# ---- block 1 ----
### config.mk
export PLATFORM = sky130hd
export DESIGN_NAME = sp1_enc_arb
export DESIGN_NICKNAME = d
export VERILOG_FILES = /design/src/rtl/sp1_enc_arb.sv
export SDC_FILE = /design/constraint.sdc
export NUM_CORES = 1
export LEC_CHECK = 0
export CORE_MARGIN = 2
export CORE_UTILIZATION = 30
export CTS_CLUSTER_DIAMETER = 200
export DETAILED_ROUTE_END_ITERATION = 8
export PLACE_DENSITY_LB_ADDON = 0.15
export SLEW_MARGIN = 20
export SYNTH_ARGS = -nofsm -noshare
export SYNTH_HDL_FRONTEND = slang
export SYNTH_SLANG_ARGS = --single-unit
### constraint.sdc
create_clock -name clk -period 8.19 [get_ports clk]
set_input_delay 1.638 -clock clk [delete_from_list [all_inputs] [get_ports clk]]
set_output_delay 1.638 -clock clk [all_outputs]
set_load 0.01 [all_outputs]
### src/rtl/sp1_enc_arb.sv
// Round-robin priority encoder: grants one active requester as a binary index plus
// one-hot under valid/ready, rotating priority past each transferred winner.
module sp1_enc_arb #(
    parameter int N  = 8,
    parameter int EW = 3
) (
    input  logic          clk,
    input  logic          rst,
    input  logic [N-1:0]  req,
    input  logic          en,
    output logic          vld,
    input  logic          rdy,
    output logic [EW-1:0] e,
    output logic [N-1:0]  d,
    output logic [N-1:0]  ack
);

    logic [EW-1:0]  p;
    logic [EW-1:0]  e_nxt;
    logic [EW-1:0]  start;
    logic [N-1:0]   reqm;
    logic [2*N-1:0] rot2;
    logic [EW-1:0]  off;
    logic [EW:0]    sum;
    logic [EW-1:0]  win;
    logic [N-1:0]   win_oh;
    logic           found;
    logic           xfer;

    assign xfer  = vld && rdy;
    assign ack   = d & {N{xfer}};
    assign e_nxt = (e == EW'(N - 1)) ? '0 : e + 1'b1;

    // While holding, the next grant is searched from e+1 with the current winner masked,
    // so a persistent requester cannot win twice in a row.
    assign start = vld ? e_nxt : p;
    assign reqm  = vld ? (req & ~d) : req;

    // Rotate so the search origin lands at bit 0; first set bit is the offset from start.
    assign rot2 = {reqm, reqm} >> start;

    always_comb begin
        found = 1'b0;
        off   = '0;
        for (int k = 0; k < N; k++) begin
            if (!found && rot2[k]) begin
                found = 1'b1;
                off   = EW'(k);
            end
        end
        sum = {1'b0, start} + {1'b0, off};
        if (sum >= (EW + 1)'(N))
            sum = sum - (EW + 1)'(N);
        win    = sum[EW-1:0];
        win_oh = {{(N - 1){1'b0}}, 1'b1} << win;
    end

    always_ff @(posedge clk) begin
        if (rst) begin
            vld <= 1'b0;
            e   <= '0;
            d   <= '0;
            p   <= '0;
        end else if (!vld || rdy) begin
            if (xfer)
                p <= e_nxt;
            if (en && found) begin
                vld <= 1'b1;
                e   <= win;
                d   <= win_oh;
            end else begin
                vld <= 1'b0;
            end
        end
    end

endmodule
Figure 1. Placed cells, one color a class (block 1).
Fill, decap, tap and diode cells in gray.
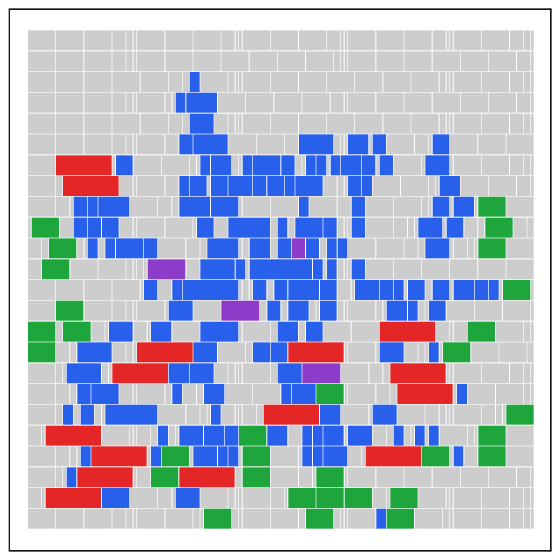
blue -> all other logic  # cells 146, share of their area 60%
red -> flip-flops  # cells 15, share of their area 18%
green -> other buffers and delay cells  # cells 31, share of their area 19%
purple -> clock drivers and dummy loads  # cells 4, share of their area 2.8%

Figure 2. Placement view (block 1).
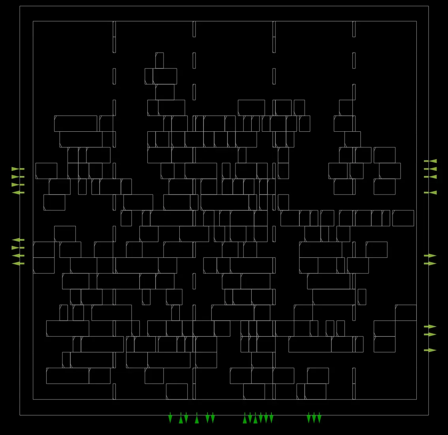
fin cells: 248
flip-flops: 15
fillers: 457
final core occ: 39.3%
row cnt: 24

==> CHANGELOG.md <==
### Physical design

* Via count at 1400
* FF-to-FF Start: vld
* Routed WL at 3.91 mm
* Clk sinks at 15
* Number of flops mapped to enable cells by yosys at 0
* Pre-CTS WS at 3070 ps
* Flop area at 300 µm²
* GRT Overall Usage at 16.0%
* Multi-In Gates at 135
* Slew @ Worst Pin at 802 ps
* Max Buffers Root-to-Sink at 2
* Worst R2R Path Depth at 11
* Status: finished, final reports clean
* Most used routing layer: met2
* Synth top cell by count: nor2_1
* Met2 wire length at 1.82 mm
* CTS tree: done
* Sequential Power Share at 25.9%
* Comb area leader: simple AND/OR/NAND/NOR gates
* Clock Power Share at 16.1%
* Switching share of power at 44.5%
* Combinational gate power at 223 µW
* Synth area leaders: dfxtp_1 (23%), nor2_1 (5.6%), o32ai_1 (5.3%)
* Area leader share at 22.6%
* PortBufs at 31
* Yosys stat cell total at 170
* Num CTS Buffers at 3
* Adders+Majority by Area at 4.32%
* Logic share of the area at 55.1%
* Clock-pin slew on the worst setup and hold paths at 70 ps

# ---- block 2 ----
Figure 3. Placement view (block 2).
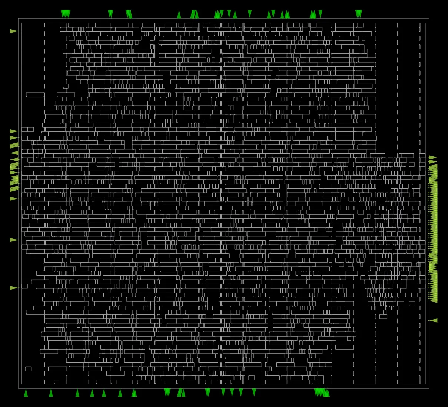
Figure 4. Placed cells, one color a class (block 2).
Fill, decap, tap and diode cells in gray.
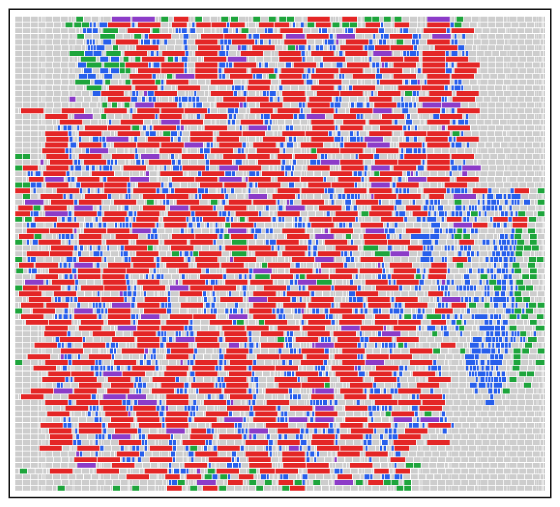
`config.mk`:
```
export PLATFORM = sky130hd
export DESIGN_NAME = benes_route_sched
export DESIGN_NICKNAME = d
export VERILOG_FILES = /design/src/rtl/fhe_alu_pkg.sv /design/src/rtl/rr_arbiter.sv /design/src/rtl/benes_route_sched.sv
export SDC_FILE = /design/constraint.sdc
export NUM_CORES = 1
export LEC_CHECK = 0
export ABC_AREA = 1
export CORE_ASPECT_RATIO = 0.9
export CORE_MARGIN = 2
export CORE_UTILIZATION = 49
export DETAILED_ROUTE_END_ITERATION = 12
export PLACE_DENSITY_LB_ADDON = 0.2
export SETUP_SLACK_MARGIN = 0.02
export SYNTH_ARGS = -nofsm -noshare
export SYNTH_HDL_FRONTEND = slang
export SYNTH_SLANG_ARGS = --single-unit
```
`constraint.sdc`:
```
create_clock -name clk -period 3.64 [get_ports clk]
set_clock_uncertainty 0.1 [all_clocks]
set_input_delay 0.364 -clock clk [delete_from_list [all_inputs] [get_ports clk]]
set_output_delay 0.364 -clock clk [all_outputs]
set_load 0.03 [all_outputs]
```
`src/rtl/fhe_alu_pkg.sv`:
```
// rtl/fhe_alu_pkg.sv - shared Benes switch geometry, route-config type and scheduler states
package fhe_alu_pkg;

  localparam int SWITCH_NUM = 4;
  localparam int STAGE_NUM  = 5;

  typedef logic [STAGE_NUM-1:0][SWITCH_NUM-1:0] sel_arr_t;

  typedef struct packed {
    sel_arr_t module_sel;
    sel_arr_t slot_sel;
  } benes_cfg_t;

  typedef enum logic [1:0] {
    IDLE   = 2'd0,
    LOAD   = 2'd1,
    ACTIVE = 2'd2,
    DRAIN  = 2'd3
  } sched_state_e;

endpackage

```
`src/rtl/rr_arbiter.sv`:
```
// rtl/rr_arbiter.sv - combinational round-robin arbiter, search starts at the caller-held pointer
module rr_arbiter #(
  parameter int REQ_NUM = 4,
  parameter int PTR_W   = $clog2(REQ_NUM)
) (
  input  logic [REQ_NUM-1:0] req,
  input  logic [PTR_W-1:0]   ptr,
  output logic [REQ_NUM-1:0] grant,
  output logic [PTR_W-1:0]   winner,
  output logic               any
);

  logic [PTR_W-1:0] idx;

  always_comb begin
    grant  = '0;
    winner = '0;
    any    = 1'b0;
    idx    = '0;
    for (int i = 0; i < REQ_NUM; i++) begin
      idx = PTR_W'((int'(ptr) + i) % REQ_NUM);
      if (!any && req[idx]) begin
        any        = 1'b1;
        grant[idx] = 1'b1;
        winner     = idx;
      end
    end
  end

endmodule

```
`src/rtl/benes_route_sched.sv`:
```
// rtl/benes_route_sched.sv - schedules requesters onto a Benes interconnect path from a config table
module benes_route_sched
  import fhe_alu_pkg::*;
#(
  parameter int REQ_NUM      = 4,
  parameter int CFG_DEPTH    = 16,
  parameter int LEN_W        = 8,
  parameter int INTC_LATENCY = 6
) (
  input  logic                                          clk,
  input  logic                                          rst,
  input  logic                                          cfg_we,
  input  logic [$clog2(CFG_DEPTH)-1:0]                  cfg_addr,
  input  logic [STAGE_NUM-1:0][SWITCH_NUM-1:0]          cfg_module_sel,
  input  logic [STAGE_NUM-1:0][SWITCH_NUM-1:0]          cfg_slot_sel,
  input  logic [REQ_NUM-1:0]                            i_req_valid,
  input  logic [REQ_NUM-1:0][$clog2(CFG_DEPTH)-1:0]     i_req_cfg_idx,
  input  logic [REQ_NUM-1:0][LEN_W-1:0]                 i_req_len,
  output logic [REQ_NUM-1:0]                            o_req_ready,
  output logic [STAGE_NUM-1:0][SWITCH_NUM-1:0]          o_module_select,
  output logic [STAGE_NUM-1:0][SWITCH_NUM-1:0]          o_slot_select,
  output logic                                          o_xfer_en,
  output logic [$clog2(REQ_NUM)-1:0]                    o_owner,
  output logic                                          o_busy,
  output logic                                          o_done
);

  localparam int IDX_W = $clog2(CFG_DEPTH);
  localparam int PTR_W = $clog2(REQ_NUM);
  localparam int DRN_W = $clog2(INTC_LATENCY + 1);

  localparam logic [1:0] ST_IDLE   = IDLE;
  localparam logic [1:0] ST_LOAD   = LOAD;
  localparam logic [1:0] ST_ACTIVE = ACTIVE;
  localparam logic [1:0] ST_DRAIN  = DRAIN;

  logic [1:0]         state;
  logic [PTR_W-1:0]   ptr;
  logic [PTR_W-1:0]   owner_q;
  logic [IDX_W-1:0]   idx_q;
  logic [LEN_W-1:0]   len_cnt;
  logic [DRN_W-1:0]   drn_cnt;
  logic               recover;
  benes_cfg_t         sel_q;
  benes_cfg_t         cfg_table [CFG_DEPTH];

  logic [REQ_NUM-1:0] arb_grant;
  logic [PTR_W-1:0]   arb_winner;
  logic               arb_any;
  logic               grant_fire;

  rr_arbiter #(
    .REQ_NUM (REQ_NUM),
    .PTR_W   (PTR_W)
  ) u_arb (
    .req    (i_req_valid),
    .ptr    (ptr),
    .grant  (arb_grant),
    .winner (arb_winner),
    .any    (arb_any)
  );

  // One bubble cycle in IDLE after a release keeps the grant-to-grant spacing fixed.
  assign grant_fire = !rst && (state == ST_IDLE) && !recover && arb_any;

  assign o_req_ready     = grant_fire ? arb_grant : '0;
  assign o_module_select = sel_q.module_sel;
  assign o_slot_select   = sel_q.slot_sel;
  assign o_xfer_en       = (state == ST_ACTIVE);
  assign o_busy          = (state != ST_IDLE);
  assign o_done          = (state == ST_DRAIN) && (drn_cnt == '0);
  assign o_owner         = (state == ST_IDLE) ? '0 : owner_q;

  // Table is deliberately left out of reset so config survives a scheduler reset.
  always_ff @(posedge clk) begin
    if (cfg_we) begin
      cfg_table[cfg_addr] <= {cfg_module_sel, cfg_slot_sel};
    end
  end

  always_ff @(posedge clk) begin
    if (rst) begin
      state   <= ST_IDLE;
      ptr     <= '0;
      owner_q <= '0;
      idx_q   <= '0;
      len_cnt <= '0;
      drn_cnt <= '0;
      recover <= 1'b0;
      sel_q   <= '0;
    end else begin
      case (state)
        ST_IDLE: begin
          recover <= 1'b0;
          if (grant_fire) begin
            owner_q <= arb_winner;
            idx_q   <= i_req_cfg_idx[arb_winner];
            len_cnt <= i_req_len[arb_winner];
            ptr     <= PTR_W'((int'(arb_winner) + 1) % REQ_NUM);
            state   <= ST_LOAD;
          end
        end
        ST_LOAD: begin
          sel_q <= cfg_table[idx_q];
          state <= ST_ACTIVE;
        end
        ST_ACTIVE: begin
          if (len_cnt == '0) begin
            drn_cnt <= DRN_W'(INTC_LATENCY - 1);
            state   <= ST_DRAIN;
          end else begin
            len_cnt <= len_cnt - 1'b1;
          end
        end
        ST_DRAIN: begin
          if (drn_cnt == '0) begin
            recover <= 1'b1;
            state   <= ST_IDLE;
          end else begin
            drn_cnt <= drn_cnt - 1'b1;
          end
        end
        default: state <= ST_IDLE;
      endcase
    end
  end

endmodule
```
==> CHANGELOG.md <==
### Physical design

* Switching share of power at 34.5%
* Inst Count DP at 3074
* Die Footprint at 59400 µm²
* Ys async rst share at 0%
* CTS tree: done
* Tmin final at 3340 ps
* Worst VDD drop at 0.000588 V
* Max-slew violations at 0
* GR Util met2 at 40.7%
* Status: finished, final reports clean
* Combinational gate power at 7540 µW
* Flop area at 20500 µm²
* Comb area leader: AND-OR/OR-AND gates
* Hold WC Path Type: flip-flop to flip-flop
* Top Metal Used: met5
* CP cell instances: buf_4 > inv_2 > ha_1 > inv_1 > nand3_1 > nand2_1 > inv_1 > nand3_1 > o211ai_1 > nand2_1 > inv_1 > dlygate4sd2_1
* Crit-path leading delay family: buffers and inverters
* Clk cell area share at 6.90%
* Die extent in x at 257 µm
* Compound-Gate Fraction of Synth Area at 13.0%
* CP peak stage delay at 420 ps
* Synth Area in XOR/XNOR at 0.124%
* CP startpoint kind: flip-flop
* Router iterations before antenna repair at 5
* Nonclk inv count at 92
* Post-Syn Nets at 2381
* Slowest-stage cell, CP: ha_1
* Synth area leaders: edfxtp_1 (68%), o21ai_0 (6.4%), nor2_1 (5.8%)
* GRT Overall Usage at 24.5%
* Initial antenna violation count at 1
* Clock Tree Root: clkbuf_16
* Clock network power at 7190 µW
* CP Max Fanout at 10
* PD cells at 735 nW/µm²
* Number of flops mapped to enable cells by yosys at 640
* WL met1 at 30.7 mm
* Worst hold slack at 366 ps
## Picture notes: Figure 3
fillers: 4544
Seq area share: 62.0%
fin cells: 3199

## Picture notes: Figure 4
green -> other buffers and delay cells  # cells 199, share of their area 6.5%
purple -> clock drivers and dummy loads  # cells 124, share of their area 7.1%
red -> flip-flops  # cells 702, share of their area 64%
blue -> all other logic  # cells 1408, share of their area 23%



==> layout pictures side by side <==
Wiring heat map.
(a)
26 x 23 tiles, from dark blue (low) to red (high), scaled to the fullest tile. Values are wire area over tile area, all layers added.
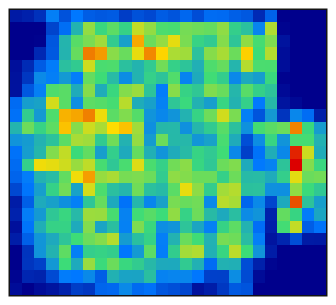
(b)
14 x 14 tiles, from dark blue (low) to red (high), scaled to the fullest tile. Values are wire area over tile area, all layers added.
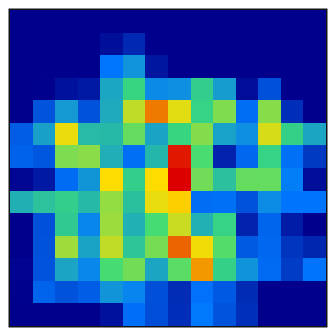
Block 1 is (b).
Block 2 is (a).

Key to (a):
tiles over half the peak = 31%
emptiest ninth of the die = south-east
nearly empty tiles = 9.9%

Power figures rest on the tool's default switching activity, not on a simulated workload.
